=== design 1 ===
### Port wiring, design 1

Scale bar: 50 um.
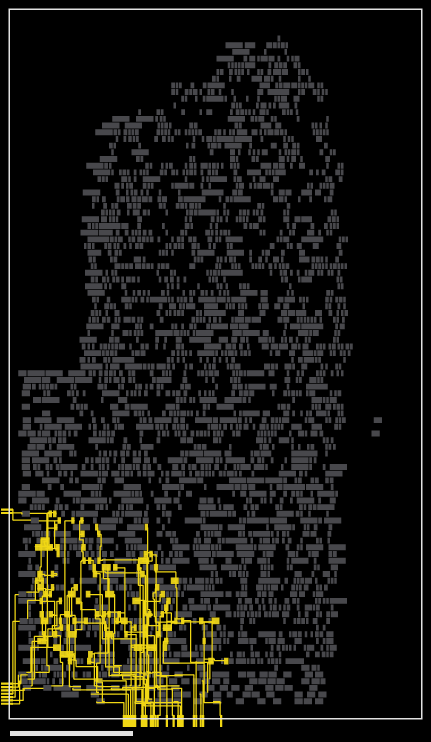

## src/rtl/div_unit_iter.sv

```systemverilog
// rtl/div_unit_iter.sv - iterative radix-2 restoring divider for RV32M DIV/DIVU/REM/REMU
// Takes WIDTH+1 cycles per normal op; divide-by-zero and signed overflow skip the iteration.
module div_unit_iter #(
  parameter int WIDTH = 32
) (
  input  logic             clk,
  input  logic             rst,
  input  logic             start,
  input  logic [2:0]       funct3,
  input  logic [WIDTH-1:0] src_a,
  input  logic [WIDTH-1:0] src_b,
  input  logic             flush,
  output logic             stall,
  output logic             done,
  output logic [WIDTH-1:0] result
);
  localparam int CW = (WIDTH > 1) ? $clog2(WIDTH) : 1;
  localparam logic [1:0] S_IDLE = 2'd0;
  localparam logic [1:0] S_CALC = 2'd1;
  localparam logic [1:0] S_DONE = 2'd2;
  localparam logic [WIDTH-1:0] MIN_NEG = {1'b1, {(WIDTH-1){1'b0}}};
  localparam logic [CW-1:0] LAST_STEP = CW'(WIDTH - 1);

  logic [1:0]       state_q, state_d;
  logic [CW-1:0]    cnt_q, cnt_d;
  logic [WIDTH-1:0] a_q, a_d;
  logic [WIDTH-1:0] b_q, b_d;
  logic [WIDTH-1:0] quo_q, quo_d;
  logic [WIDTH-1:0] rem_q, rem_d;
  logic [WIDTH-1:0] result_q, result_d;
  logic             rem_op_q, rem_op_d;
  logic             quo_neg_q, quo_neg_d;
  logic             rem_neg_q, rem_neg_d;

  logic             is_signed;
  logic [WIDTH:0]   diff;
  logic [WIDTH-1:0] step_rem, step_quo, fin_quo, fin_rem;

  always_comb begin
    state_d   = state_q;
    cnt_d     = cnt_q;
    a_d       = a_q;
    b_d       = b_q;
    quo_d     = quo_q;
    rem_d     = rem_q;
    result_d  = result_q;
    rem_op_d  = rem_op_q;
    quo_neg_d = quo_neg_q;
    rem_neg_d = rem_neg_q;

    is_signed = ~funct3[0];
    // Partial remainder shifted left with the next dividend bit, minus the divisor;
    // the borrow out of bit WIDTH says whether the trial subtraction failed.
    diff      = {rem_q, a_q[WIDTH-1]} - {1'b0, b_q};
    step_rem  = diff[WIDTH] ? {rem_q[WIDTH-2:0], a_q[WIDTH-1]} : diff[WIDTH-1:0];
    step_quo  = {quo_q[WIDTH-2:0], ~diff[WIDTH]};
    fin_quo   = quo_neg_q ? -step_quo : step_quo;
    fin_rem   = rem_neg_q ? -step_rem : step_rem;

    case (state_q)
      S_IDLE: begin
        if (start) begin
          a_d       = (is_signed && src_a[WIDTH-1]) ? -src_a : src_a;
          b_d       = (is_signed && src_b[WIDTH-1]) ? -src_b : src_b;
          quo_d     = '0;
          rem_d     = '0;
          cnt_d     = '0;
          rem_op_d  = funct3[1];
          quo_neg_d = is_signed & (src_a[WIDTH-1] ^ src_b[WIDTH-1]);
          rem_neg_d = is_signed & src_a[WIDTH-1];
          if (src_b == '0) begin
            result_d = funct3[1] ? src_a : '1;
            state_d  = S_DONE;
          end else if (is_signed && src_a == MIN_NEG && src_b == '1) begin
            result_d = funct3[1] ? '0 : MIN_NEG;
            state_d  = S_DONE;
          end else begin
            state_d  = S_CALC;
          end
        end
      end
      S_CALC: begin
        a_d   = {a_q[WIDTH-2:0], 1'b0};
        rem_d = step_rem;
        quo_d = step_quo;
        cnt_d = cnt_q + 1'b1;
        if (cnt_q == LAST_STEP) begin
          cnt_d    = '0;
          result_d = rem_op_q ? fin_rem : fin_quo;
          state_d  = S_DONE;
        end
      end
      S_DONE:  state_d = S_IDLE;
      default: state_d = S_IDLE;
    endcase

    // A flush squashes whatever was in progress, including a same-cycle start.
    if (flush) begin
      state_d  = S_IDLE;
      cnt_d    = '0;
      result_d = result_q;
    end
  end

  always_ff @(posedge clk) begin
    if (rst) begin
      state_q   <= S_IDLE;
      cnt_q     <= '0;
      a_q       <= '0;
      b_q       <= '0;
      quo_q     <= '0;
      rem_q     <= '0;
      result_q  <= '0;
      rem_op_q  <= 1'b0;
      quo_neg_q <= 1'b0;
      rem_neg_q <= 1'b0;
    end else begin
      state_q   <= state_d;
      cnt_q     <= cnt_d;
      a_q       <= a_d;
      b_q       <= b_d;
      quo_q     <= quo_d;
      rem_q     <= rem_d;
      result_q  <= result_d;
      rem_op_q  <= rem_op_d;
      quo_neg_q <= quo_neg_d;
      rem_neg_q <= rem_neg_d;
    end
  end

  assign stall  = (state_q == S_IDLE && start && !flush) || (state_q == S_CALC);
  assign done   = (state_q == S_DONE) && !flush;
  assign result = result_q;
endmodule

```

## config.mk

```make
export PLATFORM = sky130hd
export DESIGN_NAME = div_unit_iter
export DESIGN_NICKNAME = d
export VERILOG_FILES = /design/src/rtl/div_unit_iter.sv
export SDC_FILE = /design/constraint.sdc
export NUM_CORES = 1
export LEC_CHECK = 0
export ABC_AREA = 1
export CAP_MARGIN = 20
export CORE_ASPECT_RATIO = 1.75
export CORE_MARGIN = 3
export CORE_UTILIZATION = 30
export CTS_CLUSTER_DIAMETER = 40
export CTS_CLUSTER_SIZE = 12
export DETAILED_ROUTE_END_ITERATION = 12
export HOLD_SLACK_MARGIN = 0.03
export SLEW_MARGIN = 0
export SYNTH_ARGS = -nofsm -noshare
export SYNTH_HDL_FRONTEND = slang
export SYNTH_SLANG_ARGS = --single-unit
```

## constraint.sdc

```tcl
create_clock -name clk -period 4.6 [get_ports clk]
set_clock_uncertainty 0.2 [all_clocks]
set_input_delay 0.92 -clock clk [delete_from_list [all_inputs] [get_ports clk]]
set_output_delay 0.92 -clock clk [all_outputs]
set_load 0.1 [all_outputs]
```

=== design 2 ===
## src/rtl/io_uart_responder_if.sv

```systemverilog
// rtl/io_uart_responder_if.sv - CPU IO bus bundle between the bus master and the UART responder
interface io_uart_responder_if;
    logic        strobe;
    logic        isIO;
    logic [31:0] port;
    logic [3:0]  size;
    logic        rw;
    logic [63:0] wdata;
    logic [63:0] rdata;
    logic        rvalid;

    modport master (output strobe, isIO, port, size, rw, wdata, input rdata, rvalid);
    modport slave  (input strobe, isIO, port, size, rw, wdata, output rdata, rvalid);
endinterface

```

## src/rtl/io_uart_responder.sv

```systemverilog
// rtl/io_uart_responder.sv - IO-mapped 8N1 serial transmitter with TX FIFO and status/divisor registers
module io_uart_responder #(
    parameter logic [31:0] BASE        = 32'h0000_1000,
    parameter int          DEPTH       = 8,
    parameter logic [15:0] DEFAULT_DIV = 16'd867
) (
    input  logic                 clk,
    input  logic                 reset,
    io_uart_responder_if.slave   bus,
    output logic                 tx,
    output logic                 irq
);
    localparam int AW = $clog2(DEPTH);
    localparam int CW = AW + 1;

    typedef enum logic [1:0] {S_IDLE, S_START, S_DATA, S_STOP} state_t;

    state_t          state, state_nxt;
    logic [7:0]      mem [DEPTH];
    logic [AW-1:0]   wr_ptr, rd_ptr;
    logic [CW-1:0]   count;
    logic            ovf;
    logic [15:0]     div;
    logic [15:0]     tick;
    logic [2:0]      bit_idx;
    logic [7:0]      shreg;

    logic            hit, wr_hit, rd_hit, push_req, push_ok, pop;
    logic            full, empty, busy, bit_end;
    logic [3:0]      offset;
    logic [63:0]     rd_val;
    logic            unused;

    assign unused   = ^bus.wdata[63:16];
    assign offset   = bus.port[3:0];
    assign hit      = bus.strobe & bus.isIO & (bus.size != 4'd0) & (bus.port[31:4] == BASE[31:4]);
    assign wr_hit   = hit & bus.rw;
    assign rd_hit   = hit & ~bus.rw;
    assign full     = (count == CW'(DEPTH));
    assign empty    = (count == '0);
    assign busy     = (state != S_IDLE);
    assign bit_end  = (tick == 16'd0);
    assign push_req = wr_hit & (offset == 4'h0);
    // A full FIFO still accepts a byte when the serialiser frees a slot in the same cycle
    assign push_ok  = push_req & (~full | pop);
    assign irq      = empty & ~busy;

    always_comb begin
        state_nxt = state;
        pop       = 1'b0;
        case (state)
            S_IDLE: if (!empty) begin
                pop       = 1'b1;
                state_nxt = S_START;
            end
            S_START: if (bit_end) state_nxt = S_DATA;
            S_DATA:  if (bit_end && bit_idx == 3'd7) state_nxt = S_STOP;
            S_STOP: if (bit_end) begin
                if (!empty) begin
                    pop       = 1'b1;
                    state_nxt = S_START;
                end else begin
                    state_nxt = S_IDLE;
                end
            end
            default: state_nxt = S_IDLE;
        endcase
    end

    always_comb begin
        tx = 1'b1;
        if (state == S_START)     tx = 1'b0;
        else if (state == S_DATA) tx = shreg[0];
    end

    always_comb begin
        rd_val = 64'd0;
        case (offset)
            4'h4: rd_val = {53'd0, 7'(count), ovf, busy, empty, full};
            4'h8: rd_val = {48'd0, div};
            default: rd_val = 64'd0;
        endcase
    end

    always_ff @(posedge clk) begin
        if (reset) state <= S_IDLE;
        else       state <= state_nxt;
    end

    always_ff @(posedge clk) begin
        if (!reset && push_ok) mem[wr_ptr] <= bus.wdata[7:0];
    end

    always_ff @(posedge clk) begin
        if (reset) begin
            wr_ptr     <= '0;
            rd_ptr     <= '0;
            count      <= '0;
            ovf        <= 1'b0;
            div        <= DEFAULT_DIV;
            tick       <= 16'd0;
            bit_idx    <= 3'd0;
            shreg      <= 8'hFF;
            bus.rdata  <= 64'd0;
            bus.rvalid <= 1'b0;
        end else begin
            if (push_ok) wr_ptr <= wr_ptr + AW'(1);
            if (pop)     rd_ptr <= rd_ptr + AW'(1);
            if (push_ok && !pop)      count <= count + CW'(1);
            else if (!push_ok && pop) count <= count - CW'(1);

            if (push_req && !push_ok)                          ovf <= 1'b1;
            else if (wr_hit && offset == 4'h4 && bus.wdata[3]) ovf <= 1'b0;

            if (wr_hit && offset == 4'h8) div <= bus.wdata[15:0];

            // Divisor is sampled only at bit boundaries so a DIV write never stretches the current bit
            if (pop || (busy && bit_end)) tick <= div;
            else if (busy)                tick <= tick - 16'd1;

            if (state == S_START)                  bit_idx <= 3'd0;
            else if (state == S_DATA && bit_end)   bit_idx <= bit_idx + 3'd1;

            if (pop)                               shreg <= mem[rd_ptr];
            else if (state == S_DATA && bit_end)   shreg <= {1'b1, shreg[7:1]};

            bus.rvalid <= rd_hit;
            bus.rdata  <= rd_hit ? rd_val : 64'd0;
        end
    end
endmodule

```

## src/flat_wrapper.sv

```systemverilog
// flat-port wrapper written by rule: the top's interface ports become plain ports
module io_uart_responder_flat 
#(
    parameter logic [31:0] BASE        = 32'h0000_1000,
    parameter int          DEPTH       = 8,
    parameter logic [15:0] DEFAULT_DIV = 16'd867
)
  (clk, reset, tx, irq, bus_strobe, bus_isIO, bus_port, bus_size, bus_rw, bus_wdata, bus_rdata, bus_rvalid);
  io_uart_responder_if bus_i ();
  input  logic clk;
  input  logic reset;
  output logic tx;
  output logic irq;
  input wire logic [$bits(bus_i.strobe)-1:0] bus_strobe;
  input wire logic [$bits(bus_i.isIO)-1:0] bus_isIO;
  input wire logic [$bits(bus_i.port)-1:0] bus_port;
  input wire logic [$bits(bus_i.size)-1:0] bus_size;
  input wire logic [$bits(bus_i.rw)-1:0] bus_rw;
  input wire logic [$bits(bus_i.wdata)-1:0] bus_wdata;
  output wire logic [$bits(bus_i.rdata)-1:0] bus_rdata;
  output wire logic [$bits(bus_i.rvalid)-1:0] bus_rvalid;
  assign bus_i.strobe = bus_strobe;
  assign bus_i.isIO = bus_isIO;
  assign bus_i.port = bus_port;
  assign bus_i.size = bus_size;
  assign bus_i.rw = bus_rw;
  assign bus_i.wdata = bus_wdata;
  assign bus_rdata = bus_i.rdata;
  assign bus_rvalid = bus_i.rvalid;
  io_uart_responder #(.BASE(BASE), .DEPTH(DEPTH), .DEFAULT_DIV(DEFAULT_DIV)) u_core (.clk(clk), .reset(reset), .bus(bus_i), .tx(tx), .irq(irq));
endmodule
```

## config.mk

```make
export PLATFORM = sky130hd
export DESIGN_NAME = io_uart_responder_flat
export DESIGN_NICKNAME = d
export VERILOG_FILES = /design/src/rtl/io_uart_responder_if.sv /design/src/rtl/io_uart_responder.sv /design/src/flat_wrapper.sv
export SDC_FILE = /design/constraint.sdc
export NUM_CORES = 1
export LEC_CHECK = 0
export CAP_MARGIN = 5
export CORE_MARGIN = 3
export CORE_UTILIZATION = 44
export CTS_CLUSTER_SIZE = 8
export DETAILED_ROUTE_END_ITERATION = 12
export PLACE_DENSITY = 0.76
export SLEW_MARGIN = 20
export SYNTH_ARGS = -nofsm -noshare
export SYNTH_HDL_FRONTEND = slang
export SYNTH_SLANG_ARGS = --single-unit
```

## constraint.sdc

```tcl
create_clock -name clk -period 3.29 [get_ports clk]
set_input_delay 0.8225 -clock clk [delete_from_list [all_inputs] [get_ports clk]]
set_output_delay 0.8225 -clock clk [all_outputs]
set_load 0.02 [all_outputs]
```

### Where the registers sit, design 2

Scale bar: 50 um.
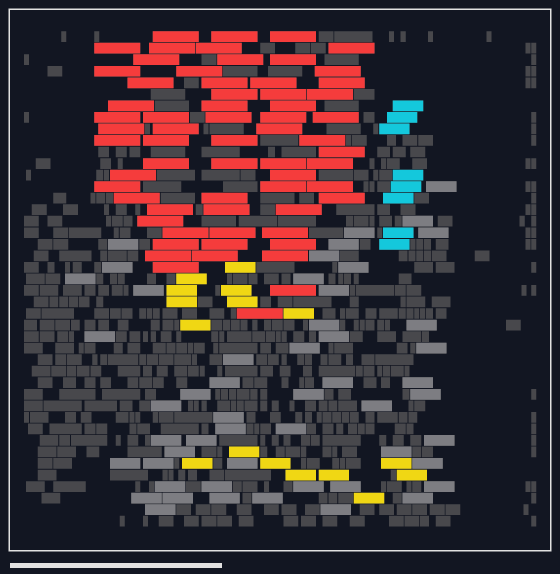
Key: u_core.div = yellow [placed flops 16]; u_core.mem = red [placed flops 64]; u_core.shreg = cyan [placed flops 8]
Another 52 sequential cells are not coloured.
fraction of standard cell area that is sequential: 41.8%
final core utilization: 58.2%
sequential group power: 0.00220 W
Storage cell area: 3440 um2

==> impl_results.html, design 2 <==
<h2>Implementation results</h2>
<table>
<tr><th>Metric</th><th>Value</th></tr>
<tr><th colspan="2">Layout</th></tr>
<tr><td>Number of inserted diodes</td><td>0</td></tr>
<tr><td>Layout overhead on the synthesized area</td><td>27.2%</td></tr>
<tr><td>Fraction of area in multi-input gates</td><td>roughly a third</td></tr>
<tr><td>Non-clk buf share</td><td>a little over an eighth</td></tr>
<tr><th colspan="2">Global route</th></tr>
<tr><td>Number of global-route vias before repair</td><td>between 4,000 and 5,000</td></tr>
<tr><td>Number of antenna violations at the first check in global routing</td><td>0</td></tr>
<tr><th colspan="2">Setup path</th></tr>
<tr><td>Cell-by-cell listing of the critical path</td><td>clkdlybuf4s50_1, nor4_1, nand4_1, nor4_2, and2_1, ha_2, inv_2, ha_4, a21o_1, a21oi_2, xnor2_1, or3_1, a21oi_2</td></tr>
<tr><td>Start-to-end type of the worst setup path</td><td>input port to flip-flop</td></tr>
<tr><th colspan="2">Floorplan</th></tr>
<tr><td>Overall die height</td><td>127 um</td></tr>
<tr><th colspan="2">Flow run</th></tr>
<tr><td>Count of max-cap constraint violations</td><td>0</td></tr>
<tr><th colspan="2">Routing</th></tr>
<tr><td>Remaining design rule violation count</td><td>0</td></tr>
<tr><th colspan="2">STA</th></tr>
<tr><td>Worst clock skew on the final layout</td><td>around 11 ps</td></tr>
<tr><td>Pins over their slew limit</td><td>0</td></tr>
<tr><td>Relative slew margins</td><td>around 44%</td></tr>
<tr><td>Time the worst path needs with I/O delays and setup</td><td>around 3200 ps</td></tr>
<tr><td>Maximum operating frequency</td><td>0.311 GHz</td></tr>
<tr><td>Hold violation count in the final report</td><td>0</td></tr>
<tr><th colspan="2">Logic synthesis</th></tr>
<tr><td>Distinct cell type count of the synthesized netlist</td><td>58</td></tr>
<tr><td>Commonest cells post-synth</td><td>dfxtp_1, edfxtp_1, buf_4, nor2_1, mux2i_1</td></tr>
<tr><td>Adder-cell share of the synthesized area</td><td>between 2 and 3%</td></tr>
<tr><td>XOR/XNOR share of the synthesized area</td><td>less than 1%</td></tr>
<tr><td>And-or/or-and share of the synthesized area</td><td>8.85%</td></tr>
<tr><th colspan="2">Clock tree</th></tr>
<tr><td>Sinks on the clock net</td><td>roughly 140</td></tr>
<tr><td>Clock latency reported for the late side of the worst-skew pair</td><td>roughly 410 ps</td></tr>
<tr><th colspan="2">Status</th></tr>
<tr><td>Outcome</td><td>finished, final reports clean</td></tr>
<tr><th colspan="2">Placement</th></tr>
<tr><td>IO buf count</td><td>75</td></tr>
<tr><th colspan="2">Power</th></tr>
<tr><td>Total power density per cell area</td><td>772 nW/um2</td></tr>
</table>
### Where the registers sit, design 1

Scale bar: 50 um.
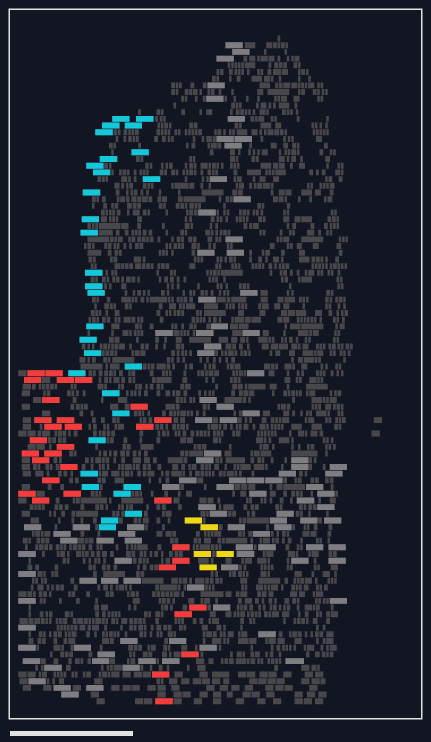
Key: result = red [placed flops 32]; cnt_q = yellow [placed flops 5, where south]; quo_q = cyan [placed flops 31]
Another 101 sequential cells are not coloured.
Storage cell area: 3380 um2
final core utilization: 36.8%

### Wiring by layer, design 1

Two of the layers only.
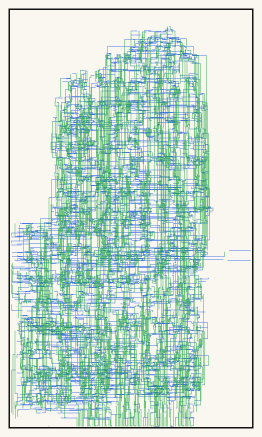
Key: metal 1 = blue [wire length 19,000 um]; metal 2 = green [wire length 27.4 mm]
WL per Instance: 17.0 um
total routing resource utilization after global routing: 21.0%

## Picture notes: 'Port wiring' of design 1
Key: src_a = yellow [direction input, edge 23 south, 9 west, end cells 113, buffers 32, wire 2,590 um]
IO buf count: 103
ports placed on the boundary: 105

==> impl_results.html, design 1 <==
<h2>Implementation results</h2>
<table>
<tr><th>Metric</th><th>Value</th></tr>
<tr><th colspan="2">Layout</th></tr>
<tr><td>Clock buffers</td><td>17</td></tr>
<tr><td>Fraction of area in multi-input gates</td><td>around 54%</td></tr>
<tr><td>Fraction of standard cell area that is sequential</td><td>about a fifth</td></tr>
<tr><td>Non-clock buffer total of the final layout</td><td>about 200</td></tr>
<tr><td>Post-layout instance count excluding filler cells</td><td>about 3,000</td></tr>
<tr><td>Number of inserted diodes</td><td>0</td></tr>
<tr><td>Multi-input gate count</td><td>around 1,800</td></tr>
<tr><td>Most frequently placed logic cell in the final layout</td><td>nand2_1</td></tr>
<tr><td>Most used cells in the layout excluding fill and tap cells</td><td>nand2_1, inv_1, a21oi_1, nor2_1, dfxtp_1</td></tr>
<tr><th colspan="2">Setup path</th></tr>
<tr><td>Worst reg2reg startpoint</td><td>b_q[21]$_SDFFE_PP0P_</td></tr>
<tr><td>Maximum fanout along the worst path</td><td>4</td></tr>
<tr><td>Element type at the critical path end</td><td>flip-flop</td></tr>
<tr><td>Required time worst endpoint</td><td>roughly 4700 ps</td></tr>
<tr><td>Crit-path most repeated cell</td><td>nand2_1</td></tr>
<tr><th colspan="2">Routing</th></tr>
<tr><td>Routed via count</td><td>15,300</td></tr>
<tr><td>Total wirelength of the detailed-routed design</td><td>between 50,000 and 60,000 um</td></tr>
<tr><th colspan="2">STA</th></tr>
<tr><td>Hold violation count in the final report</td><td>0</td></tr>
<tr><td>Part of the cycle the worst path needs</td><td>93.5%</td></tr>
<tr><th colspan="2">Floorplan</th></tr>
<tr><td>Core Rows</td><td>about 100</td></tr>
<tr><td>Tap cells</td><td>572</td></tr>
<tr><th colspan="2">Logic synthesis</th></tr>
<tr><td>Simple share</td><td>39.6%</td></tr>
<tr><td>Cell total in the yosys stat output</td><td>2,325</td></tr>
<tr><td>Asr flop ratio synth</td><td>0%</td></tr>
<tr><th colspan="2">Clock tree</th></tr>
<tr><td>Clock-pin transition on the worst setup and hold timing paths</td><td>around 80 ps</td></tr>
<tr><td>H-tree Lvls</td><td>4</td></tr>
<tr><th colspan="2">Power</th></tr>
<tr><td>Sequential group power</td><td>roughly 0.0015 W</td></tr>
<tr><td>Leakage power</td><td>approximately 7.5 nW</td></tr>
<tr><td>Part of the total power dissipated in combinational logic</td><td>between 20 and 25%</td></tr>
<tr><th colspan="2">Status</th></tr>
<tr><td>Outcome</td><td>finished, final reports clean</td></tr>
<tr><th colspan="2">Min path</th></tr>
<tr><td>Hold Path Sink</td><td>result[17]$_SDFFE_PP0P_</td></tr>
</table>

=== design 3 ===
File: src/rtl/sparse_tile_scheduler.sv
// Tile sequencer for sparse_core: fetches four weight rows per tile, clears and runs the core
// for CORE_LATENCY cycles, then writes the captured partial sums to the result buffer.
package sparse_tile_pkg;
  typedef struct packed {
    logic signed [7:0] val1;
    logic signed [7:0] val0;
    logic [1:0]        idx1;
    logic [1:0]        idx0;
  } sparse_packet_t;
  localparam int PSUM_W = 20;
endpackage

module sparse_tile_scheduler
  import sparse_tile_pkg::*;
#(
  parameter int NUM_TILES_MAX = 16,
  parameter int ADDR_W        = 10,
  parameter int CORE_LATENCY  = 4,
  localparam int TW           = $clog2(NUM_TILES_MAX)
) (
  input  logic                                clk,
  input  logic                                rst,
  input  logic                                cfg_start,
  input  logic                                cfg_abort,
  input  logic [TW:0]                         cfg_num_tiles,
  input  logic [ADDR_W-1:0]                   cfg_base_addr,
  output logic                                busy,
  output logic                                done,
  output logic                                err,
  output logic                                wmem_req,
  output logic [ADDR_W-1:0]                   wmem_addr,
  input  logic [$bits(sparse_packet_t)-1:0]   wmem_rdata,
  output logic                                core_clr,
  output logic                                core_en,
  output sparse_packet_t [3:0]                core_w_rows,
  input  logic signed [3:0][PSUM_W-1:0]       core_psum,
  output logic                                res_wr_en,
  output logic [TW-1:0]                       res_wr_addr,
  output logic [4*PSUM_W-1:0]                 res_wr_data,
  input  logic                                res_ready
);

  localparam int LW = (CORE_LATENCY > 1) ? $clog2(CORE_LATENCY) : 1;
  localparam logic [LW-1:0] LAT_LAST  = LW'(CORE_LATENCY - 1);
  localparam logic [TW:0]   MAX_TILES = (TW+1)'(NUM_TILES_MAX);

  typedef enum logic [2:0] {
    ST_IDLE    = 3'd0,
    ST_FETCH   = 3'd1,
    ST_LOAD    = 3'd2,
    ST_COMPUTE = 3'd3,
    ST_WRITE   = 3'd4,
    ST_DONE    = 3'd5
  } state_t;

  state_t              state_r, state_s;
  logic [TW-1:0]       tile_r, tile_s;
  logic [1:0]          row_r, row_s;
  logic [LW-1:0]       lat_r, lat_s;
  logic [TW:0]         num_r, num_s;
  logic [ADDR_W-1:0]   base_r, base_s;
  logic                err_r, err_s;
  logic                psum_cap_s;
  logic [TW:0]         tile_inc_s;
  logic [ADDR_W-1:0]   addr_s;

  logic                busy_r, done_r, wmem_req_r, core_clr_r, core_en_r, res_wr_en_r;
  logic [ADDR_W-1:0]   wmem_addr_r;
  logic [TW-1:0]       res_wr_addr_r;
  logic [4*PSUM_W-1:0] res_wr_data_r;
  sparse_packet_t [3:0] core_w_rows_r;
  logic                cap_vld_r;
  logic [1:0]          cap_row_r;

  // Next-state and counter logic; abort overrides every non-idle state
  always_comb begin
    state_s    = state_r;
    tile_s     = tile_r;
    row_s      = row_r;
    lat_s      = lat_r;
    num_s      = num_r;
    base_s     = base_r;
    err_s      = err_r;
    psum_cap_s = 1'b0;
    tile_inc_s = {1'b0, tile_r} + {{TW{1'b0}}, 1'b1};
    if (cfg_abort && (state_r != ST_IDLE)) begin
      state_s = ST_IDLE;
    end else begin
      case (state_r)
        ST_IDLE: begin
          if (cfg_start) begin
            err_s  = 1'b0;
            tile_s = '0;
            row_s  = 2'd0;
            lat_s  = '0;
            if (cfg_num_tiles == '0) begin
              state_s = ST_DONE;
            end else if (cfg_num_tiles > MAX_TILES) begin
              err_s   = 1'b1;
              state_s = ST_DONE;
            end else begin
              num_s   = cfg_num_tiles;
              base_s  = cfg_base_addr;
              state_s = ST_FETCH;
            end
          end else begin
            state_s = ST_IDLE;
          end
        end
        ST_FETCH: begin
          if (row_r == 2'd3) begin
            row_s   = 2'd0;
            state_s = ST_LOAD;
          end else begin
            row_s = row_r + 2'd1;
          end
        end
        ST_LOAD: begin
          lat_s   = '0;
          state_s = ST_COMPUTE;
        end
        ST_COMPUTE: begin
          if (lat_r == LAT_LAST) begin
            psum_cap_s = 1'b1;
            state_s    = ST_WRITE;
          end else begin
            lat_s = lat_r + {{(LW-1){1'b0}}, 1'b1};
          end
        end
        ST_WRITE: begin
          if (res_ready) begin
            if (tile_inc_s < num_r) begin
              tile_s  = tile_inc_s[TW-1:0];
              row_s   = 2'd0;
              state_s = ST_FETCH;
            end else begin
              state_s = ST_DONE;
            end
          end else begin
            state_s = ST_WRITE;
          end
        end
        ST_DONE: state_s = ST_IDLE;
        default: state_s = ST_IDLE;
      endcase
    end
    // Address wraps modulo 2^ADDR_W by truncation
    addr_s = base_s + ADDR_W'({tile_s, 2'b00}) + ADDR_W'(row_s);
  end

  // State register and run context
  always_ff @(posedge clk) begin
    if (rst) begin
      state_r <= ST_IDLE;
      tile_r  <= '0;
      row_r   <= 2'd0;
      lat_r   <= '0;
      num_r   <= '0;
      base_r  <= '0;
      err_r   <= 1'b0;
    end else begin
      state_r <= state_s;
      tile_r  <= tile_s;
      row_r   <= row_s;
      lat_r   <= lat_s;
      num_r   <= num_s;
      base_r  <= base_s;
      err_r   <= err_s;
    end
  end

  // Registered outputs decoded from the next state so they line up with it
  always_ff @(posedge clk) begin
    if (rst) begin
      busy_r        <= 1'b0;
      done_r        <= 1'b0;
      wmem_req_r    <= 1'b0;
      wmem_addr_r   <= '0;
      core_clr_r    <= 1'b0;
      core_en_r     <= 1'b0;
      res_wr_en_r   <= 1'b0;
      res_wr_addr_r <= '0;
      res_wr_data_r <= '0;
      core_w_rows_r <= '0;
      cap_vld_r     <= 1'b0;
      cap_row_r     <= 2'd0;
    end else begin
      busy_r        <= (state_s != ST_IDLE);
      done_r        <= (state_s == ST_DONE);
      wmem_req_r    <= (state_s == ST_FETCH);
      wmem_addr_r   <= addr_s;
      core_clr_r    <= (state_s == ST_LOAD);
      core_en_r     <= (state_s == ST_COMPUTE);
      res_wr_en_r   <= (state_s == ST_WRITE);
      res_wr_addr_r <= tile_s;
      cap_vld_r     <= wmem_req_r;
      cap_row_r     <= row_r;
      if (psum_cap_s) begin
        res_wr_data_r <= core_psum;
      end else begin
        res_wr_data_r <= res_wr_data_r;
      end
      // Read data arrives one cycle after its request
      if (cap_vld_r) begin
        core_w_rows_r[cap_row_r] <= sparse_packet_t'(wmem_rdata);
      end else begin
        core_w_rows_r <= core_w_rows_r;
      end
    end
  end

  assign busy        = busy_r;
  assign done        = done_r;
  assign err         = err_r;
  assign wmem_req    = wmem_req_r;
  assign wmem_addr   = wmem_addr_r;
  assign core_clr    = core_clr_r;
  assign core_en     = core_en_r;
  assign core_w_rows = core_w_rows_r;
  assign res_wr_en   = res_wr_en_r;
  assign res_wr_addr = res_wr_addr_r;
  assign res_wr_data = res_wr_data_r;

endmodule

File: config.mk
export PLATFORM = sky130hd
export DESIGN_NAME = sparse_tile_scheduler
export DESIGN_NICKNAME = d
export VERILOG_FILES = /design/src/rtl/sparse_tile_scheduler.sv
export SDC_FILE = /design/constraint.sdc
export NUM_CORES = 1
export LEC_CHECK = 0
export CAP_MARGIN = 10
export CORE_MARGIN = 2
export CORE_UTILIZATION = 44
export CTS_CLUSTER_DIAMETER = 120
export DETAILED_ROUTE_END_ITERATION = 12
export PLACE_DENSITY = 0.79
export SYNTH_ARGS = -nofsm -noshare
export SYNTH_HDL_FRONTEND = slang
export SYNTH_SLANG_ARGS = --single-unit
export TNS_END_PERCENT = 100
File: constraint.sdc
create_clock -name clk -period 5.6 [get_ports clk]
set_input_delay 1.68 -clock clk [delete_from_list [all_inputs] [get_ports clk]]
set_output_delay 1.68 -clock clk [all_outputs]
set_load 0.05 [all_outputs]
=== design 4 ===
--- src/rtl/jk_pkg.sv ---
// Shared mode encoding for the JK mode register and its testbench.
package jk_pkg;

  typedef logic [1:0] mode_t;

  localparam mode_t MODE_JK   = 2'b00;
  localparam mode_t MODE_UP   = 2'b01;
  localparam mode_t MODE_DOWN = 2'b10;
  localparam mode_t MODE_LOAD = 2'b11;

endpackage

--- src/rtl/jk_ff_bit.sv ---
// Single JK flip-flop cell with asynchronous active-high reset to 0.
module jk_ff_bit (
  input  logic clk,
  input  logic rst,
  input  logic j,
  input  logic k,
  output logic q
);

  logic r_q;

  always_ff @(posedge clk or posedge rst) begin
    if (rst) begin
      r_q <= 1'b0;
    end else begin
      case ({j, k})
        2'b00:   r_q <= r_q;
        2'b10:   r_q <= 1'b1;
        2'b01:   r_q <= 1'b0;
        default: r_q <= ~r_q;
      endcase
    end
  end

  assign q = r_q;

endmodule

--- src/rtl/jk_mode_register.sv ---
// WIDTH-bit register of JK cells with JK / count-up / count-down / load modes.
// Optional synchronous clear input enabled by defining JK_SYNC_CLR_EN.
module jk_mode_register
  import jk_pkg::*;
#(
  parameter int WIDTH   = 4,
  parameter int MODULUS = 16
) (
  input  logic             clk,
  input  logic             rst,
  input  logic             en,
  input  logic [1:0]       mode,
  input  logic [WIDTH-1:0] j,
  input  logic [WIDTH-1:0] k,
  input  logic [WIDTH-1:0] d,
`ifdef JK_SYNC_CLR_EN
  input  logic             clr,
`endif
  output logic [WIDTH-1:0] q,
  output logic [WIDTH-1:0] qn,
  output logic             tc,
  output logic             changed
);

  generate
    if (WIDTH < 1 || WIDTH > 16) begin : g_bad_width
      $error("jk_mode_register: WIDTH %0d outside 1..16", WIDTH);
    end
    if (MODULUS < 2 || MODULUS > (1 << WIDTH)) begin : g_bad_modulus
      $error("jk_mode_register: MODULUS %0d outside 2..2^WIDTH", MODULUS);
    end
  endgenerate

  localparam int               LP_LAST   = MODULUS - 1;
  localparam logic [WIDTH-1:0] LP_LAST_V = LP_LAST[WIDTH-1:0];
  localparam logic [WIDTH:0]   LP_MOD_V  = MODULUS[WIDTH:0];

  mode_t            w_mode;
  logic [WIDTH-1:0] w_q;
  logic [WIDTH:0]   w_q_ext;
  logic [WIDTH-1:0] w_up_t;
  logic [WIDTH-1:0] w_dn_t;
  logic             w_up_wrap;
  logic             w_dn_wrap;
  logic [WIDTH-1:0] w_j;
  logic [WIDTH-1:0] w_k;
  logic [WIDTH-1:0] w_q_next;
  logic             w_clr;
  logic             r_changed;

  assign w_mode  = mode;
  assign w_q_ext = {1'b0, w_q};

`ifdef JK_SYNC_CLR_EN
  assign w_clr = clr;
`else
  assign w_clr = 1'b0;
`endif

  // Ripple toggle enables: a bit flips when all lower bits are 1 (up) or 0 (down).
  always_comb begin
    w_up_t    = '0;
    w_dn_t    = '0;
    w_up_t[0] = 1'b1;
    w_dn_t[0] = 1'b1;
    for (int i = 1; i < WIDTH; i++) begin
      w_up_t[i] = w_up_t[i-1] & w_q[i-1];
      w_dn_t[i] = w_dn_t[i-1] & ~w_q[i-1];
    end
  end

  assign w_up_wrap = (w_q_ext >= (LP_MOD_V - 1'b1));
  assign w_dn_wrap = (w_q == '0) || (w_q_ext >= LP_MOD_V);

  // Wrap targets are forced through set/clear rather than toggling.
  always_comb begin
    w_j = '0;
    w_k = '0;
    if (en) begin
      case (w_mode)
        MODE_JK: begin
          w_j = j;
          w_k = k;
        end
        MODE_UP: begin
          if (w_up_wrap) begin
            w_k = '1;
          end else begin
            w_j = w_up_t;
            w_k = w_up_t;
          end
        end
        MODE_DOWN: begin
          if (w_dn_wrap) begin
            w_j = LP_LAST_V;
            w_k = ~LP_LAST_V;
          end else begin
            w_j = w_dn_t;
            w_k = w_dn_t;
          end
        end
        MODE_LOAD: begin
          w_j = d;
          w_k = ~d;
        end
        default: begin
          w_j = '0;
          w_k = '0;
        end
      endcase
    end
    if (w_clr) begin
      w_j = '0;
      w_k = '1;
    end
  end

  genvar gi;
  generate
    for (gi = 0; gi < WIDTH; gi++) begin : g_bit
      jk_ff_bit u_bit (
        .clk (clk),
        .rst (rst),
        .j   (w_j[gi]),
        .k   (w_k[gi]),
        .q   (w_q[gi])
      );
    end
  endgenerate

  // Next-state preview of the JK cells, used only to detect a change.
  assign w_q_next = (w_j & ~w_q) | (~w_k & w_q);

  always_ff @(posedge clk or posedge rst) begin
    if (rst) begin
      r_changed <= 1'b0;
    end else begin
      r_changed <= (w_q_next != w_q);
    end
  end

  assign q       = w_q;
  assign qn      = ~w_q;
  assign changed = r_changed;
  assign tc      = en & ~w_clr &
                   (((w_mode == MODE_UP) & (w_q == LP_LAST_V)) |
                    ((w_mode == MODE_DOWN) & (w_q == '0)));

endmodule
--- config.mk ---
export PLATFORM = sky130hd
export DESIGN_NAME = jk_mode_register
export DESIGN_NICKNAME = d
export VERILOG_FILES = /design/src/rtl/jk_pkg.sv /design/src/rtl/jk_ff_bit.sv /design/src/rtl/jk_mode_register.sv
export SDC_FILE = /design/constraint.sdc
export NUM_CORES = 1
export LEC_CHECK = 0
export CORE_UTILIZATION = 30
export CTS_CLUSTER_DIAMETER = 80
export DETAILED_ROUTE_END_ITERATION = 10
export DONT_BUFFER_PORTS = 1
export GPL_ROUTABILITY_DRIVEN = 1
export GPL_TIMING_DRIVEN = 0
export PLACE_DENSITY_LB_ADDON = 0.12
export SLEW_MARGIN = 20
export SYNTH_ARGS = -nofsm -noshare
export SYNTH_HDL_FRONTEND = slang
export SYNTH_SLANG_ARGS = --single-unit
export TNS_END_PERCENT = 5
--- constraint.sdc ---
create_clock -name clk -period 6.02 [get_ports clk]
set_clock_uncertainty 0.2 [all_clocks]
set_input_delay 0.602 -clock clk [delete_from_list [all_inputs] [get_ports clk]]
set_output_delay 0.602 -clock clk [all_outputs]
set_load 0.005 [all_outputs]
=== design 5 ===
<file path="src/rtl/uart_tx_if.sv">
// uart_tx_if: byte valid/ready handshake between a producer (master) and uart_tx (slave).
interface uart_tx_if;
    logic [7:0] DATA;
    logic       VALID;
    logic       READY;
    modport master (output DATA, VALID, input READY);
    modport slave  (input DATA, VALID, output READY);
endinterface

</file>
<file path="src/rtl/uart_tx.sv">
// uart_tx: 8N1 UART transmitter with internal baud counter.
// Define UART_TX_PARITY_EN to insert an even-parity bit between bit 7 and stop (8E1).
module uart_tx #(
    parameter int CLKS_PER_BIT = 25
) (
    input  logic     CLKIN,
    input  logic     RESETN,
    uart_tx_if.slave bus,
    output logic     TX,
    output logic     BUSY
);
    localparam int BW = $clog2(CLKS_PER_BIT);
    localparam logic [BW-1:0] LAST = BW'(CLKS_PER_BIT - 1);
    typedef enum logic [2:0] {
        IDLE,
        START,
        DATA,
`ifdef UART_TX_PARITY_EN
        PARITY,
`endif
        STOP
    } state_t;
    state_t          state, state_n;
    logic [7:0]      shreg, shreg_n;
    logic [2:0]      bitidx, bitidx_n;
    logic [BW-1:0]   baudcnt, baudcnt_n;
    logic            ready, accept, done;
    assign ready     = (state == IDLE) && RESETN;
    assign accept    = bus.VALID && ready;
    assign done      = (state != IDLE) && (baudcnt == LAST);
    assign bus.READY = ready;
    always_ff @(posedge CLKIN) begin
        if (!RESETN) state <= IDLE;
        else         state <= state_n;
    end
    always_comb begin
        state_n   = state;
        shreg_n   = shreg;
        bitidx_n  = bitidx;
        baudcnt_n = (state == IDLE || done) ? '0 : baudcnt + 1'b1;
        case (state)
            IDLE: if (accept) begin
                state_n  = START;
                shreg_n  = bus.DATA;
                bitidx_n = '0;
            end
            START: if (done) state_n = DATA;
            DATA: if (done) begin
                shreg_n  = shreg >> 1;
                bitidx_n = bitidx + 3'd1;
`ifdef UART_TX_PARITY_EN
                if (bitidx == 3'd7) state_n = PARITY;
`else
                if (bitidx == 3'd7) state_n = STOP;
`endif
            end
`ifdef UART_TX_PARITY_EN
            PARITY: if (done) state_n = STOP;
`endif
            STOP: if (done) state_n = IDLE;
            default: state_n = IDLE;
        endcase
    end
`ifdef UART_TX_PARITY_EN
    logic par;
    always_ff @(posedge CLKIN) begin
        if (!RESETN)     par <= 1'b0;
        else if (accept) par <= ^bus.DATA;
    end
`endif
    // TX and BUSY follow the registered state, so the line moves one clock after each state change
    always_ff @(posedge CLKIN) begin
        if (!RESETN) begin
            shreg   <= '0;
            bitidx  <= '0;
            baudcnt <= '0;
            TX      <= 1'b1;
            BUSY    <= 1'b0;
        end else begin
            shreg   <= shreg_n;
            bitidx  <= bitidx_n;
            baudcnt <= baudcnt_n;
            BUSY    <= state != IDLE;
`ifdef UART_TX_PARITY_EN
            TX      <= (state == START) ? 1'b0 : (state == DATA) ? shreg[0] : (state == PARITY) ? par : 1'b1;
`else
            TX      <= (state == START) ? 1'b0 : (state == DATA) ? shreg[0] : 1'b1;
`endif
        end
    end
endmodule

</file>
<file path="src/flat_wrapper.sv">
// flat-port wrapper written by rule: the top's interface ports become plain ports
module uart_tx_flat 
#(
    parameter int CLKS_PER_BIT = 25
)
  (CLKIN, RESETN, TX, BUSY, bus_DATA, bus_VALID, bus_READY);
  uart_tx_if bus_i ();
  input  logic CLKIN;
  input  logic RESETN;
  output logic TX;
  output logic BUSY;
  input wire logic [$bits(bus_i.DATA)-1:0] bus_DATA;
  input wire logic [$bits(bus_i.VALID)-1:0] bus_VALID;
  output wire logic [$bits(bus_i.READY)-1:0] bus_READY;
  assign bus_i.DATA = bus_DATA;
  assign bus_i.VALID = bus_VALID;
  assign bus_READY = bus_i.READY;
  uart_tx #(.CLKS_PER_BIT(CLKS_PER_BIT)) u_core (.CLKIN(CLKIN), .RESETN(RESETN), .bus(bus_i), .TX(TX), .BUSY(BUSY));
endmodule
</file>
<file path="config.mk">
export PLATFORM = sky130hd
export DESIGN_NAME = uart_tx_flat
export DESIGN_NICKNAME = d
export VERILOG_FILES = /design/src/rtl/uart_tx_if.sv /design/src/rtl/uart_tx.sv /design/src/flat_wrapper.sv
export SDC_FILE = /design/constraint.sdc
export NUM_CORES = 1
export LEC_CHECK = 0
export ABC_AREA = 1
export CAP_MARGIN = 40
export CORE_UTILIZATION = 30
export CTS_CLUSTER_SIZE = 24
export DETAILED_ROUTE_END_ITERATION = 6
export GPL_ROUTABILITY_DRIVEN = 0
export HOLD_SLACK_MARGIN = 0.02
export SYNTH_ARGS = -nofsm -noshare
export SYNTH_HDL_FRONTEND = slang
export SYNTH_SLANG_ARGS = --single-unit
</file>
<file path="constraint.sdc">
create_clock -name CLKIN -period 2.3 [get_ports CLKIN]
set_input_delay 0.46 -clock CLKIN [delete_from_list [all_inputs] [get_ports CLKIN]]
set_output_delay 0.46 -clock CLKIN [all_outputs]
set_load 0.01 [all_outputs]
</file>
### Clock nets, design 5

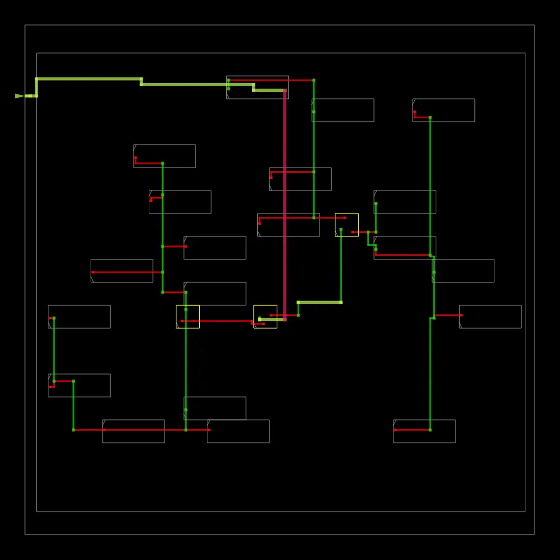
clock network power consumption: 0.000164 W
sinks on the clock net: 20
clock buffers: 3
worst clock skew on the final layout: 12.8 ps
Seq cells: 20

==> impl_results.html, design 5 <==
<h2>Implementation results</h2>
<table>
<tr><th>Metric</th><th>Value</th></tr>
<tr><th colspan="2">Placement</th></tr>
<tr><td>Dpl ws</td><td>227 ps</td></tr>
<tr><th colspan="2">Power</th></tr>
<tr><td>Peak supply drop</td><td>about 0.38 mV</td></tr>
<tr><td>Internal portion of total power</td><td>0.000710 W</td></tr>
<tr><td>Switching Fraction</td><td>a little over two fifths</td></tr>
<tr><td>Sequential group power</td><td>approximately 0.00046 W</td></tr>
<tr><th colspan="2">STA</th></tr>
<tr><td>RSZ-0062 raised after global routing</td><td>false</td></tr>
<tr><td>Final setup violating endpoints</td><td>0</td></tr>
<tr><td>Final critical-path setup slack</td><td>roughly 140 ps</td></tr>
<tr><td>Tightest hold margin</td><td>roughly 470 ps</td></tr>
<tr><th colspan="2">Status</th></tr>
<tr><td>Outcome</td><td>finished, final reports clean</td></tr>
<tr><th colspan="2">Setup path</th></tr>
<tr><td>Start-to-end type of the worst setup path</td><td>flip-flop to output port</td></tr>
<tr><td>Worst reg2reg startpoint</td><td>u_core.state[0]$_SDFFE_PN0P_</td></tr>
<tr><th colspan="2">Layout</th></tr>
<tr><td>Largest registers ranked by flip-flop count</td><td>u_core.shreg (8), u_core.baudcnt (5), u_core.bitidx (3)</td></tr>
<tr><td>Fraction of area in multi-input gates</td><td>a little over two fifths</td></tr>
<tr><th colspan="2">Routing</th></tr>
<tr><td>Met3 routed WL</td><td>roughly 67 um</td></tr>
<tr><td>Violation tally from detailed-route iteration zero</td><td>36</td></tr>
<tr><th colspan="2">Floorplan</th></tr>
<tr><td>Overall die height</td><td>between 60 and 70 um</td></tr>
<tr><th colspan="2">Global route</th></tr>
<tr><td>Number of antenna violations at the first check in global routing</td><td>0</td></tr>
<tr><th colspan="2">Flow run</th></tr>
<tr><td>Count of max-cap constraint violations</td><td>0</td></tr>
<tr><td>Number of logged tool warnings</td><td>30</td></tr>
<tr><th colspan="2">Clock tree</th></tr>
<tr><td>Max Buffers Root-to-Sink</td><td>2</td></tr>
</table>
### Routed metal per tile, design 4

11 x 11 tiles, from dark blue (low) to red (high), scaled to the fullest tile. Values are wire area over tile area, all layers added.
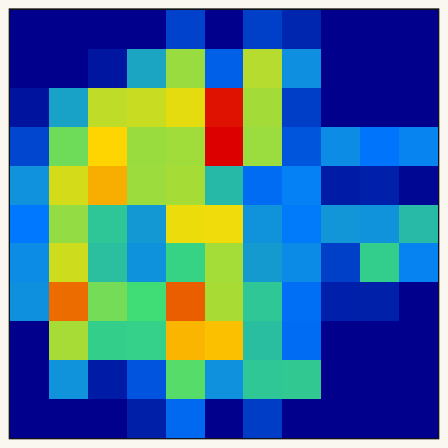
The fullest tile reaches 0.41. 26% of the tiles are over half the peak. The emptiest ninth of the die: south-east.
routed via count: 897
total wirelength of the detailed-routed design: 2410 um

==> impl_results.html, design 4 <==
<h2>Implementation results</h2>
<table>
<tr><th>Metric</th><th>Value</th></tr>
<tr><th colspan="2">Power</th></tr>
<tr><td>Power group with the largest share</td><td>combinational logic</td></tr>
<tr><td>Clock network power consumption</td><td>0.0000376 W</td></tr>
<tr><th colspan="2">Logic synthesis</th></tr>
<tr><td>Most used flip-flop cell after synthesis</td><td>dfrtp_1</td></tr>
<tr><td>Share of cell area taken by muxes after synthesis</td><td>under 10%</td></tr>
<tr><td>Adder-cell share of the synthesized area</td><td>about 12%</td></tr>
<tr><td>Post-synth tally of flip-flops with integrated enable</td><td>0</td></tr>
<tr><td>Top cell type's share of synthesized area</td><td>around 14%</td></tr>
<tr><th colspan="2">Min path</th></tr>
<tr><td>Worst Hold Class</td><td>input port to asynchronous set/reset pin</td></tr>
<tr><th colspan="2">Floorplan</th></tr>
<tr><td>Core Rows</td><td>19</td></tr>
<tr><td>Tap cells</td><td>31</td></tr>
<tr><td>Floorplan Utilization</td><td>between 30% and 40%</td></tr>
<tr><th colspan="2">Clock tree</th></tr>
<tr><td>Sinks on the clock net</td><td>5</td></tr>
<tr><td>Post-CTS Hold Buffers</td><td>1</td></tr>
<tr><th colspan="2">Layout</th></tr>
<tr><td>Biggest area consumer among cell classes</td><td>combinational gates</td></tr>
<tr><td>Most frequently placed logic cell in the final layout</td><td>nand3_1</td></tr>
<tr><td>Clock buffers</td><td>4</td></tr>
<tr><td>Non-clock buffer total of the final layout</td><td>14</td></tr>
<tr><td>Inverters, non-clock</td><td>11</td></tr>
<tr><th colspan="2">STA</th></tr>
<tr><td>Sum of negative setup slack</td><td>0 ps</td></tr>
<tr><td>Time the worst path needs with I/O delays and setup</td><td>roughly 2500 ps</td></tr>
<tr><td>Relative slew margins</td><td>around two thirds</td></tr>
<tr><th colspan="2">Status</th></tr>
<tr><td>Outcome</td><td>finished, final reports clean</td></tr>
<tr><th colspan="2">Global route</th></tr>
<tr><td>Met3 global-route usage</td><td>between 3 and 4%</td></tr>
<tr><th colspan="2">Routing</th></tr>
<tr><td>Remaining design rule violation count</td><td>0</td></tr>
<tr><th colspan="2">Flow run</th></tr>
<tr><td>Number of logged tool warnings</td><td>30</td></tr>
<tr><th colspan="2">Setup path</th></tr>
<tr><td>WP depth</td><td>7</td></tr>
<tr><td>Element type at the critical path end</td><td>flip-flop</td></tr>
</table>
### Wiring by layer, design 3

Two of the layers only.
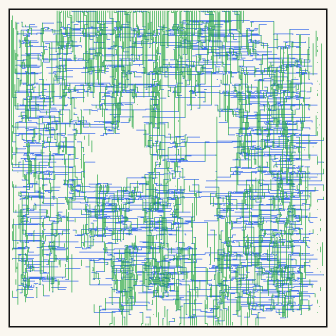
Key: metal 1 = blue [wire length 9,260 um]; metal 2 = green [wire length 11,000 um]
WL per Instance: 15.7 um
total routing resource utilization after global routing: 23.5%
total wirelength of the detailed-routed design: 23,100 um
routed via count: 7,436

==> impl_results.html, design 3 <==
<h2>Implementation results</h2>
<table>
<tr><th>Metric</th><th>Value</th></tr>
<tr><th colspan="2">Layout</th></tr>
<tr><td>Area of all placed cells without fillers</td><td>11,700 um2</td></tr>
<tr><td>Non-clock buffer total of the final layout</td><td>311</td></tr>
<tr><td>Number of inserted diodes</td><td>0</td></tr>
<tr><td>Clock-cell share of area</td><td>6.38%</td></tr>
<tr><th colspan="2">Power</th></tr>
<tr><td>Power group with the largest share</td><td>registers</td></tr>
<tr><td>Leakage power</td><td>4.14 nW</td></tr>
<tr><td>Flop pwr share</td><td>between 40% and 50%</td></tr>
<tr><td>Combinational cell power</td><td>roughly 0.00033 W</td></tr>
<tr><td>Sequential group power</td><td>roughly 0.0015 W</td></tr>
<tr><td>Part of the total power dissipated in combinational logic</td><td>approximately a tenth</td></tr>
<tr><th colspan="2">Routing</th></tr>
<tr><td>Remaining design rule violation count</td><td>0</td></tr>
<tr><td>Met1 Routed Length</td><td>slightly above 9000 um</td></tr>
<tr><td>Wire length on met2</td><td>~11,000 um</td></tr>
<tr><th colspan="2">STA</th></tr>
<tr><td>Slew at the pin with the worst max-slew slack</td><td>970 ps</td></tr>
<tr><td>Part of the cycle the worst path needs</td><td>between 80 and 90%</td></tr>
<tr><td>Maximum operating frequency</td><td>about 0.21 GHz</td></tr>
<tr><th colspan="2">Status</th></tr>
<tr><td>Outcome</td><td>finished, final reports clean</td></tr>
<tr><th colspan="2">Clock tree</th></tr>
<tr><td>H-tree Lvls</td><td>1</td></tr>
<tr><td>Cts repair resizes</td><td>0</td></tr>
<tr><td>Clock buffer count from CTS</td><td>22</td></tr>
<tr><td>Post-CTS Repair Setup Buffers</td><td>0</td></tr>
<tr><td>Buffer cell driving the clock tree root</td><td>clkbuf_16</td></tr>
<tr><th colspan="2">Setup path</th></tr>
<tr><td>Maximum fanout along the worst path</td><td>10</td></tr>
<tr><td>Slowest stage cell, crit path</td><td>or4_1</td></tr>
<tr><th colspan="2">Logic synthesis</th></tr>
<tr><td>Share of cell area taken by muxes after synthesis</td><td>under 10%</td></tr>
<tr><td>Cell total in the yosys stat output</td><td>960</td></tr>
<tr><td>Adder-cell share of the synthesized area</td><td>under 10%</td></tr>
<tr><th colspan="2">Floorplan</th></tr>
<tr><td>Tap cells</td><td>around 230</td></tr>
<tr><th colspan="2">Flow run</th></tr>
<tr><td>Count of max-cap constraint violations</td><td>0</td></tr>
</table>


==> layout pictures side by side <==
Port wiring.
picture 1
Scale bar: 50 um.
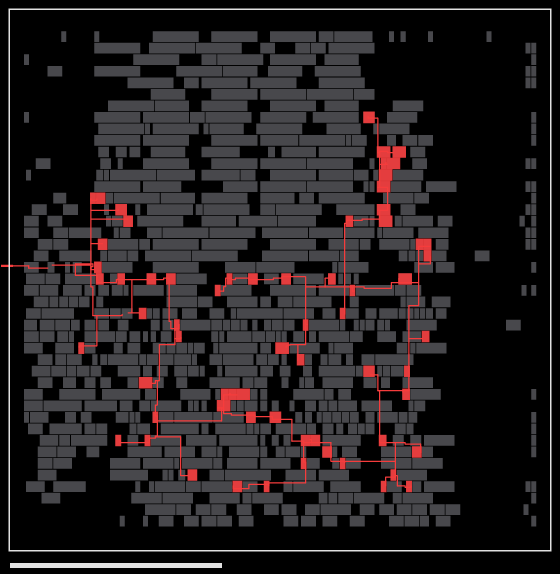
picture 2
Scale bar: 20 um.
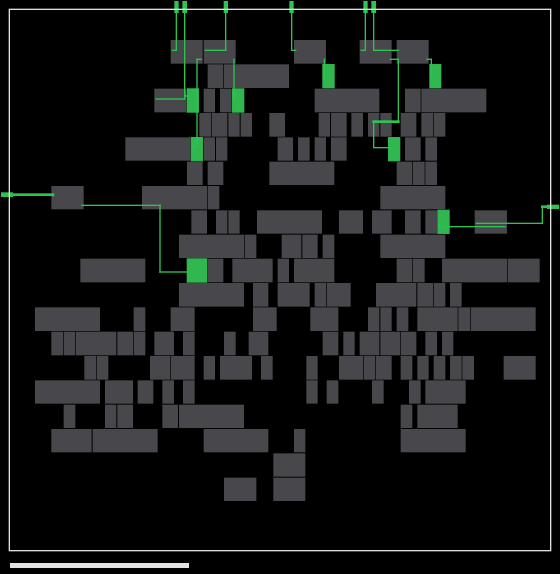
picture 3
Scale bar: 20 um.
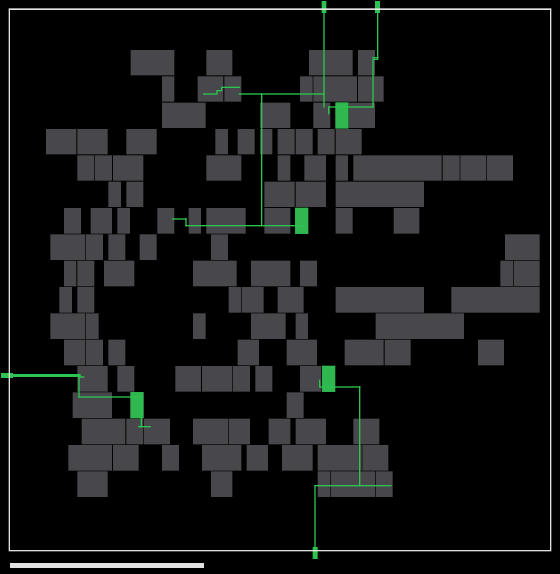
picture 4
Scale bar: 50 um.
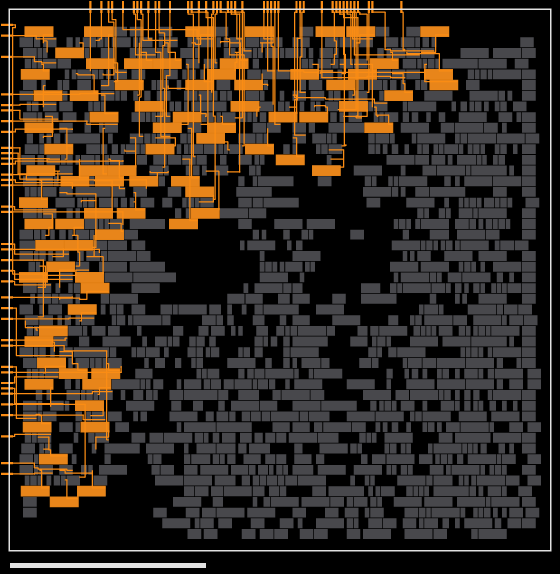
For design 2, see picture 1.
For design 4, see picture 3.
For design 5, see picture 2.
For design 3, see picture 4.

Power figures rest on the tool's default switching activity, not on a simulated workload.
